==================== uart_rx_flat
uart_rx_flat, register map, names as in the netlist:
Other sequential cells in the stronger gray, the rest of the logic in the fainter gray.
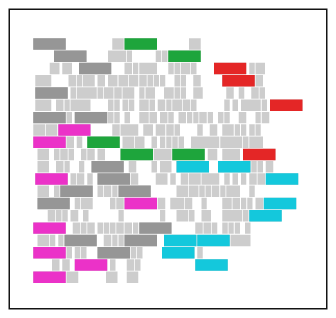

--- src/rtl/uart_rx_pkg.sv ---
// uart_rx_pkg: shared UART defaults and debug-protocol byte codes
package uart_rx_pkg;
    localparam int DEF_CLK_FREQ   = 100_000_000;
    localparam int DEF_BAUD_RATE  = 19_200;
    localparam int DEF_OVERSAMPLE = 16;
    localparam int DEF_NB_DATA    = 8;
    localparam logic [7:0] CODE_ACK = 8'h06;
    localparam logic [7:0] CODE_NAK = 8'h15;
    localparam logic [7:0] CODE_SOT = 8'h02;
    localparam logic [7:0] CODE_EOT = 8'h04;
endpackage

--- src/rtl/uart_rx_if.sv ---
// uart_rx_if: serial line in, received byte and status pulses out
interface uart_rx_if #(parameter int NB_DATA = 8);
    logic               i_rx;
    logic [NB_DATA-1:0] o_rx_data;
    logic               o_rx_done;
    logic               o_frame_err;
    logic               o_busy;
    modport master (input i_rx, output o_rx_data, o_rx_done, o_frame_err, o_busy);
    modport slave  (output i_rx, input o_rx_data, o_rx_done, o_frame_err, o_busy);
endinterface

--- src/rtl/uart_rx_baud_rate_gen.sv ---
// baud_rate_gen: free-running divider producing one-clk oversample ticks
module baud_rate_gen #(
    parameter int CLK_FREQ   = 100_000_000,
    parameter int BAUD_RATE  = 19_200,
    parameter int OVERSAMPLE = 16
) (
    input  logic clk,
    input  logic i_rst,
    output logic o_tick
);
    localparam int DIV    = CLK_FREQ / (BAUD_RATE * OVERSAMPLE);
    localparam int NB_DIV = DIV > 1 ? $clog2(DIV) : 1;
    localparam logic [NB_DIV-1:0] LAST = NB_DIV'(DIV - 1);
    logic [NB_DIV-1:0] r_cnt;
    assign o_tick = r_cnt == LAST;
    // divider counter wraps DIV-1 -> 0 and never stops
    always_ff @(posedge clk) begin
        if (i_rst) r_cnt <= '0;
        else       r_cnt <= o_tick ? '0 : r_cnt + NB_DIV'(1);
    end
endmodule

--- src/rtl/uart_rx.sv ---
// uart_rx: 8N1 16x-oversampled serial receiver with framing/break detection
module uart_rx
    import uart_rx_pkg::*;
#(
    parameter int NB_DATA      = DEF_NB_DATA,
    parameter int CLK_FREQ     = DEF_CLK_FREQ,
    parameter int BAUD_RATE    = DEF_BAUD_RATE,
    parameter int OVERSAMPLE   = DEF_OVERSAMPLE,
    parameter int N_STOP_TICKS = 16
) (
    input logic       clk,
    input logic       i_rst,
    uart_rx_if.master bus
);
    typedef enum logic [4:0] {
        IDLE  = 5'b00001,
        START = 5'b00010,
        DATA  = 5'b00100,
        STOP  = 5'b01000,
        BREAK = 5'b10000
    } state_t;
    localparam int NB_N = NB_DATA > 1 ? $clog2(NB_DATA) : 1;
    localparam logic [NB_N-1:0] N_LAST = NB_N'(NB_DATA - 1);
    localparam logic [3:0] S_MID  = 4'd7;
    localparam logic [3:0] S_LAST = 4'd15;
    localparam logic [3:0] S_STOP = 4'(N_STOP_TICKS - 1);
    state_t             r_state, w_next;
    logic [1:0]         r_sync;
    logic               w_rx, w_tick, w_s_end, w_done, w_ferr, w_busy;
    logic [3:0]         r_s_cnt;
    logic [NB_N-1:0]    r_n_cnt;
    logic [NB_DATA-1:0] r_shreg, r_data;
    logic               r_done, r_ferr;
    baud_rate_gen #(
        .CLK_FREQ  (CLK_FREQ),
        .BAUD_RATE (BAUD_RATE),
        .OVERSAMPLE(OVERSAMPLE)
    ) u_baud (
        .clk   (clk),
        .i_rst (i_rst),
        .o_tick(w_tick)
    );
    assign w_rx    = r_sync[1];
    assign w_s_end = (r_state == START && r_s_cnt == S_MID) ||
                     (r_state == DATA  && r_s_cnt == S_LAST) ||
                     (r_state == STOP  && r_s_cnt == S_STOP);
    assign bus.o_rx_data   = r_data;
    assign bus.o_rx_done   = r_done;
    assign bus.o_frame_err = r_ferr;
    assign bus.o_busy      = w_busy;
    // two-flop synchroniser, idles high so reset never looks like a start bit
    always_ff @(posedge clk) begin
        if (i_rst) r_sync <= 2'b11;
        else       r_sync <= {r_sync[0], bus.i_rx};
    end
    // state register
    always_ff @(posedge clk) begin
        if (i_rst) r_state <= IDLE;
        else       r_state <= w_next;
    end
    // next-state: start detection every clk, bit-timing decisions on ticks
    always_comb begin
        w_next = r_state;
        case (r_state)
            IDLE:    if (!w_rx) w_next = START;
            START:   if (w_tick && r_s_cnt == S_MID) w_next = w_rx ? IDLE : DATA;
            DATA:    if (w_tick && r_s_cnt == S_LAST && r_n_cnt == N_LAST) w_next = STOP;
            STOP:    if (w_tick && r_s_cnt == S_STOP) w_next = w_rx ? IDLE : BREAK;
            BREAK:   if (w_rx) w_next = IDLE;
            default: w_next = IDLE;
        endcase
    end
    // outputs: stop-bit verdict decoded here and registered below as pulses
    always_comb begin
        w_busy = r_state != IDLE;
        w_done = r_state == STOP && w_tick && r_s_cnt == S_STOP && w_rx;
        w_ferr = r_state == STOP && w_tick && r_s_cnt == S_STOP && !w_rx;
    end
    // datapath: tick counters, LSB-first shift register, output byte and pulses
    always_ff @(posedge clk) begin
        if (i_rst) begin
            r_s_cnt <= '0;
            r_n_cnt <= '0;
            r_shreg <= '0;
            r_data  <= '0;
            r_done  <= 1'b0;
            r_ferr  <= 1'b0;
        end else begin
            r_done <= w_done;
            r_ferr <= w_ferr;
            if (w_done) r_data <= r_shreg;
            if (r_state == IDLE) r_s_cnt <= '0;
            else if (w_tick && r_state != BREAK) r_s_cnt <= w_s_end ? '0 : r_s_cnt + 4'd1;
            if (w_tick && r_state == START) r_n_cnt <= '0;
            if (w_tick && r_state == DATA && r_s_cnt == S_LAST) begin
                r_shreg <= {w_rx, r_shreg[NB_DATA-1:1]};
                r_n_cnt <= r_n_cnt + NB_N'(1);
            end
        end
    end
endmodule
--- src/flat_wrapper.sv ---
// flat-port wrapper written by rule: the top's interface ports become plain ports
module uart_rx_flat import uart_rx_pkg::*;
#(
    parameter int NB_DATA      = DEF_NB_DATA,
    parameter int CLK_FREQ     = DEF_CLK_FREQ,
    parameter int BAUD_RATE    = DEF_BAUD_RATE,
    parameter int OVERSAMPLE   = DEF_OVERSAMPLE,
    parameter int N_STOP_TICKS = 16
)
  (clk, i_rst, bus_i_rx, bus_o_rx_data, bus_o_rx_done, bus_o_frame_err, bus_o_busy);
  uart_rx_if #(.NB_DATA(NB_DATA)) bus_i ();
  input logic clk;
  input logic i_rst;
  input wire logic [$bits(bus_i.i_rx)-1:0] bus_i_rx;
  output wire logic [$bits(bus_i.o_rx_data)-1:0] bus_o_rx_data;
  output wire logic [$bits(bus_i.o_rx_done)-1:0] bus_o_rx_done;
  output wire logic [$bits(bus_i.o_frame_err)-1:0] bus_o_frame_err;
  output wire logic [$bits(bus_i.o_busy)-1:0] bus_o_busy;
  assign bus_i.i_rx = bus_i_rx;
  assign bus_o_rx_data = bus_i.o_rx_data;
  assign bus_o_rx_done = bus_i.o_rx_done;
  assign bus_o_frame_err = bus_i.o_frame_err;
  assign bus_o_busy = bus_i.o_busy;
  uart_rx #(.NB_DATA(NB_DATA), .CLK_FREQ(CLK_FREQ), .BAUD_RATE(BAUD_RATE), .OVERSAMPLE(OVERSAMPLE), .N_STOP_TICKS(N_STOP_TICKS)) u_core (.clk(clk), .i_rst(i_rst), .bus(bus_i));
endmodule
--- config.mk ---
export PLATFORM = sky130hd
export DESIGN_NAME = uart_rx_flat
export DESIGN_NICKNAME = d
export VERILOG_FILES = /design/src/rtl/uart_rx_pkg.sv /design/src/rtl/uart_rx_if.sv /design/src/rtl/uart_rx_baud_rate_gen.sv /design/src/rtl/uart_rx.sv /design/src/flat_wrapper.sv
export SDC_FILE = /design/constraint.sdc
export NUM_CORES = 1
export LEC_CHECK = 0
export ABC_AREA = 1
export CORE_AREA = 5 5 65 61
export DETAILED_ROUTE_END_ITERATION = 8
export DIE_AREA = 0 0 70 66
export PLACE_DENSITY = 0.8
export SYNTH_ARGS = -nofsm -noshare
export SYNTH_HDL_FRONTEND = slang
export SYNTH_SLANG_ARGS = --single-unit
--- constraint.sdc ---
create_clock -name clk -period 2.9 [get_ports clk]
set_input_delay 0.58 -clock clk [delete_from_list [all_inputs] [get_ports clk]]
set_output_delay 0.58 -clock clk [all_outputs]
set_load 0.1 [all_outputs]
==================== vend_fsm_param
[src/rtl/vend_fsm_param.sv]
// Parametrised coin-accumulating vending FSM.
// Dispenses one item per sale, then returns change as half-unit pulses.
module vend_fsm_param #(
    parameter int unsigned PRICE  = 5,
    parameter int unsigned CW     = 4,
    parameter int unsigned SOLD_W = 8
) (
    input  logic              clk,
    input  logic              rst,
    input  logic              pi_money_half,
    input  logic              pi_money_one,
    input  logic              pi_cancel,
    output logic              po_cola,
    output logic              po_back_half,
    output logic              po_reject,
    output logic              po_busy,
    output logic [CW-1:0]     po_credit,
    output logic [SOLD_W-1:0] po_sold_cnt
);

    typedef enum logic [1:0] {
        IDLE,
        COLLECT,
        VEND,
        CHANGE
    } state_e;

    state_e            state_q, state_d;
    logic [CW-1:0]     credit_q, credit_d;
    logic [CW-1:0]     change_q, change_d;
    logic              reject_q, reject_d;
    logic [SOLD_W-1:0] sold_q, sold_d;

    logic [CW-1:0] coin_v;
    logic [CW-1:0] sum;
    logic          coin_any;

    assign coin_v   = CW'({pi_money_one, pi_money_half});
    assign sum      = credit_q + coin_v;
    assign coin_any = pi_money_half | pi_money_one;

    always_ff @(posedge clk or posedge rst) begin
        if (rst) begin
            state_q  <= IDLE;
            credit_q <= '0;
            change_q <= '0;
            reject_q <= 1'b0;
            sold_q   <= '0;
        end else begin
            state_q  <= state_d;
            credit_q <= credit_d;
            change_q <= change_d;
            reject_q <= reject_d;
            sold_q   <= sold_d;
        end
    end

    always_comb begin
        state_d  = state_q;
        credit_d = credit_q;
        change_d = change_q;
        reject_d = 1'b0;
        sold_d   = sold_q;
        unique case (state_q)
            IDLE, COLLECT: begin
                // Cancel takes priority, even over a completing coin
                if (pi_cancel) begin
                    credit_d = '0;
                    change_d = sum;
                    state_d  = (sum != '0) ? CHANGE : IDLE;
                end else if (sum >= CW'(PRICE)) begin
                    credit_d = '0;
                    change_d = sum - CW'(PRICE);
                    state_d  = VEND;
                end else if (sum != '0) begin
                    credit_d = sum;
                    state_d  = COLLECT;
                end else begin
                    state_d  = IDLE;
                end
            end
            VEND: begin
                reject_d = coin_any;
                sold_d   = sold_q + SOLD_W'(1);
                state_d  = (change_q != '0) ? CHANGE : IDLE;
            end
            CHANGE: begin
                reject_d = coin_any;
                change_d = change_q - CW'(1);
                if (change_q == CW'(1)) begin
                    state_d = IDLE;
                end
            end
            default: state_d = IDLE;
        endcase
    end

    assign po_cola      = (state_q == VEND);
    assign po_back_half = (state_q == CHANGE);
    assign po_busy      = (state_q == VEND) || (state_q == CHANGE);
    assign po_reject    = reject_q;
    assign po_credit    = credit_q;
    assign po_sold_cnt  = sold_q;

endmodule

[config.mk]
export PLATFORM = sky130hd
export DESIGN_NAME = vend_fsm_param
export DESIGN_NICKNAME = d
export VERILOG_FILES = /design/src/rtl/vend_fsm_param.sv
export SDC_FILE = /design/constraint.sdc
export NUM_CORES = 1
export LEC_CHECK = 0
export ABC_AREA = 1
export CORE_MARGIN = 2
export CORE_UTILIZATION = 44
export DETAILED_ROUTE_END_ITERATION = 12
export PLACE_DENSITY = 0.82
export SLEW_MARGIN = 10
export SYNTH_ARGS = -nofsm -noshare
export SYNTH_HDL_FRONTEND = slang
export SYNTH_SLANG_ARGS = --single-unit
[constraint.sdc]
create_clock -name clk -period 2 [get_ports clk]
set_input_delay 0.4 -clock clk [delete_from_list [all_inputs] [get_ports clk]]
set_output_delay 0.4 -clock clk [all_outputs]
set_load 0.02 [all_outputs]
uart_rx_flat, pin placement:
Pins as bars across the die edge, other pins in gray.
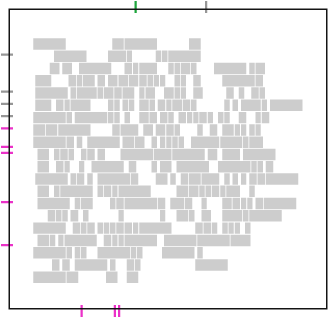
port	color	pins	direction	edge
`bus_o_rx_data`	magenta	8	output	5 left, 3 bottom
`bus_o_frame_err`	green	1	output	top
number of input and output port buffers inserted: 13
Die Ht: 66 microns
horizontal die dimension: 70 microns

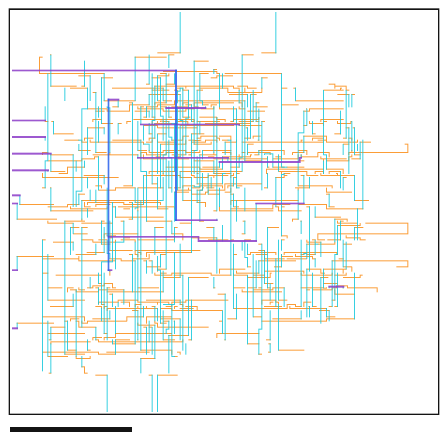
uart_rx_flat: routed metal, one color a layer
Scale bar: 20 microns.
layer	color	wire length
metal 1	orange	1600 microns
metal 3	purple	147 microns
metal 4	blue	52.4 microns
metal 2	cyan	1520 microns

About 'register map, names as in the netlist' of uart_rx_flat:
signal	color	sequential cells
`u_core.u_baud.r_cnt`	cyan	9
`u_core.bus.o_rx_data`	magenta	8
`u_core.r_state`	green	5
`u_core.r_s_cnt`	red	4
Register Area: 821 sq um
sequential portion of the cell area: 0.400

==> impl_results.html, uart_rx_flat <==
<h3>Run summary</h3>
<table>
<tr><th>Metric</th><th>Value</th></tr>
<tr><th colspan="2">Synthesis</th></tr>
<tr><td>Seq cells post-synth</td><td>41</td></tr>
<tr><td>Simple-gate portion of the synthesized area</td><td>0.317</td></tr>
<tr><td>Cell area after technology mapping</td><td>1850 sq um</td></tr>
<tr><th colspan="2">Worst setup path</th></tr>
<tr><td>Number of cells on the critical path</td><td>4</td></tr>
<tr><td>Sort of element at the end of the critical path</td><td>primary output</td></tr>
<tr><td>Sort of element at the start of the critical path</td><td>flop</td></tr>
<tr><th colspan="2">Place</th></tr>
<tr><td>Setup slack after placement</td><td>1.02 ns</td></tr>
<tr><th colspan="2">Final layout</th></tr>
<tr><td>Final std cells w/o fill</td><td>308</td></tr>
<tr><th colspan="2">Drt</th></tr>
<tr><td>Total wire length after detailed routing</td><td>3330 microns</td></tr>
<tr><td>Number of violations reported at the end of detailed-routing iteration 0</td><td>100</td></tr>
<tr><th colspan="2">Die</th></tr>
<tr><td>Die footprint</td><td>4620 sq um</td></tr>
<tr><th colspan="2">Clock network</th></tr>
<tr><td>CTS root buf</td><td>sky130_fd_sc_hd__clkbuf_4</td></tr>
<tr><td>Max Root-Sink Buffers</td><td>2</td></tr>
<tr><th colspan="2">Final timing</th></tr>
<tr><td>Final hold slack</td><td>0.430 ns</td></tr>
<tr><td>Slew headroom</td><td>0.752</td></tr>
<tr><th colspan="2">Power and ir drop</th></tr>
<tr><td>Maximum vdd drop</td><td>317 uV</td></tr>
<tr><th colspan="2">Run status</th></tr>
<tr><td>Run status</td><td>finished, final reports clean</td></tr>
</table>
==> uart_rx_flat: routing by layer <==
| metal | vias to the layer above | wire (microns) | GRT usage |
|---|---|---|---|
| met4 | 0 | 52 | 0.0670 |
| met1 | 682 | 1600 | 0.200 |
| li1 | 828 | - | - |
| met2 | 25 | 1520 | 0.272 |
| met5 | - | 0 | 0 |
| met3 | 5 | 147 | 0.0395 |
==> uart_rx_flat: power breakdown <==
part,total [mW],leakage (nW),internal [mW],switching [mW]
Clock,0.282,0.0314,0.115,0.168
Combinational,0.367,0.571,0.109,0.258
Sequential,0.619,0.332,0.590,0.0293
Total,1.27,0.934,0.813,0.455
==> uart_rx_flat: final timing paths <==
path,startpoint,end,slack (ns)
worst max register to register,u_core.r_s_cnt[0],u_core.r_n_cnt[0],1.04
worst max-delay path,u_core.r_state[0],bus_o_busy,0.94
worst min register to register,u_core.r_sync[0],u_core.r_sync[1],0.43
worst min-delay path,u_core.r_sync[0],u_core.r_sync[1],0.43
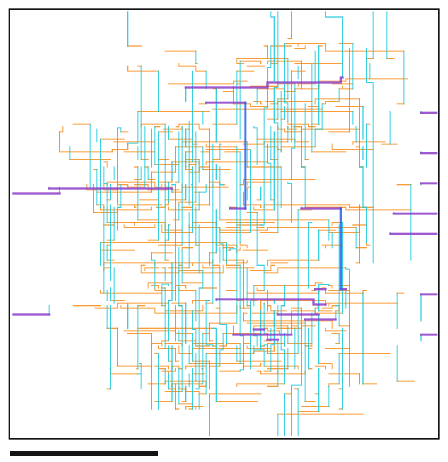
vend_fsm_param: routed metal, one color a layer
Scale bar: 20 microns.
layer	color	wire length
metal 2	cyan	1430 microns
metal 1	orange	1210 microns
metal 4	blue	25.2 microns
metal 3	purple	123 microns
total wire length after detailed routing: 2780 microns
global routing usage summed across all routing layers: 0.180
average wire per cell in the routed design: 12.3 microns
vias: 1161

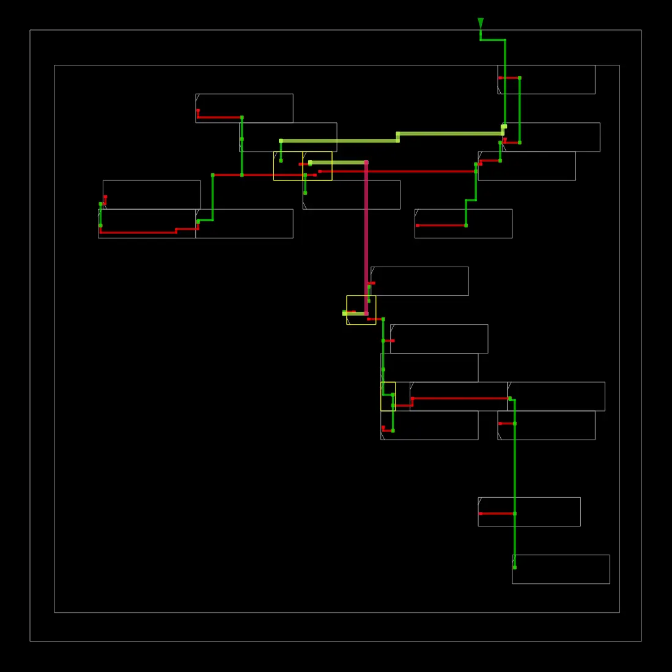
vend_fsm_param: clock nets
setup clock skew after layout: 0.0121 ns
TritonCTS sink count: 19

==> impl_results.html, vend_fsm_param <==
<h3>Run summary</h3>
<table>
<tr><th>Metric</th><th>Value</th></tr>
<tr><th colspan="2">Run status</th></tr>
<tr><td>Run status</td><td>complete, but fails checks</td></tr>
<tr><td>Failing checks</td><td>negative setup slack</td></tr>
<tr><th colspan="2">Power and ir drop</th></tr>
<tr><td>Part of the power in the clock network</td><td>0.074</td></tr>
<tr><th colspan="2">Drt</th></tr>
<tr><td>Post-detailed-route via-to-cell ratio</td><td>5.14</td></tr>
<tr><td>Number of violations reported at the end of detailed-routing iteration 0</td><td>36</td></tr>
<tr><th colspan="2">Final timing</th></tr>
<tr><td>Number of failing setup endpoints in the final timing report</td><td>7</td></tr>
<tr><td>Final worst setup slack</td><td>-0.0648 ns</td></tr>
<tr><th colspan="2">Synthesis</th></tr>
<tr><td>Post-synthesis net count</td><td>173</td></tr>
<tr><td>Top-area cell type share of the netlist area</td><td>0.374</td></tr>
<tr><th colspan="2">Place</th></tr>
<tr><td>Placed cells</td><td>217</td></tr>
<tr><td>Post-DP Area</td><td>1610 sq um</td></tr>
<tr><th colspan="2">Die</th></tr>
<tr><td>I/O pin total</td><td>21</td></tr>
<tr><th colspan="2">Final layout</th></tr>
<tr><td>Fraction of layout cells with a size suffix above 1</td><td>0.215</td></tr>
<tr><th colspan="2">Global routing</th></tr>
<tr><td>Gr ovfl total</td><td>0</td></tr>
</table>
vend_fsm_param: per-layer routing:
metal  track usage  wire [microns]
met2         0.320            1430
met5             0               0
met3        0.0223             122
met1         0.227            1210
met4        0.0598              25
vend_fsm_param: sequential cells by signal (all words and copies together) (netlist names):
name         cells
change_q         4
po_credit        4
po_reject        1
po_sold_cnt      8
state_q          2
vend_fsm_param: final timing paths:
kind                                start        endpoint  cells past startpoint
max reg2reg                  po_credit[0]     change_q[1]                     11
min in group clk           po_sold_cnt[6]  po_sold_cnt[6]                      1
min reg2reg                po_sold_cnt[6]  po_sold_cnt[6]                      1
max in group asynchronous             rst    po_credit[0]                      3
min                                   rst     change_q[2]                      2
max                          po_credit[0]     change_q[1]                     11
vend_fsm_param: timing repair:
action,CTS,global route
setup endpoints to repair,11,10
hold buffers,0,0
pin swaps,2,1
buffers inserted,3,2
gates resized,3,7
vend_fsm_param: power groups by stage:
stage / combinational, mW / sequential [mW] / clock [mW]
floorplan: 0.948 / 0.752 / 0
global placement: 1.43 / 0.698 / 0
detailed placement: 1.48 / 0.715 / 0
CTS: 1.52 / 0.706 / 0.187
global route: 1.78 / 0.725 / 0.211
finish: 1.60 / 0.707 / 0.184


==> layout pictures side by side <==
Routed clock nets over the placement.
Scale bar: 20 microns.
shot_01.png
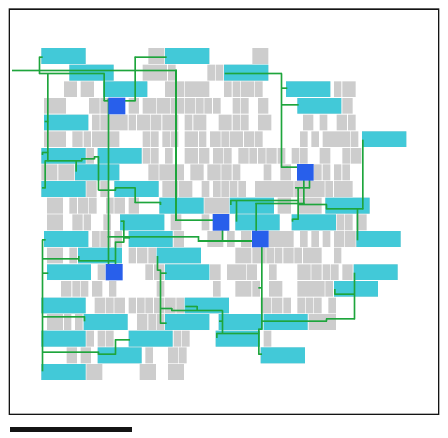
shot_02.png
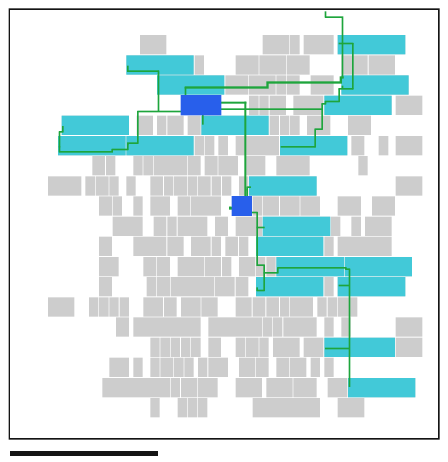
shot_02.png: vend_fsm_param
shot_01.png: uart_rx_flat
Of these, largest die: shot_01.png

Key to shot_02.png:
[flip-flops] cyan | count: 19
[clock drivers] blue | count: 3
[clock wires] green | length: 191 microns
routed clock nets	4

Power figures rest on the tool's default switching activity, not on a simulated workload.
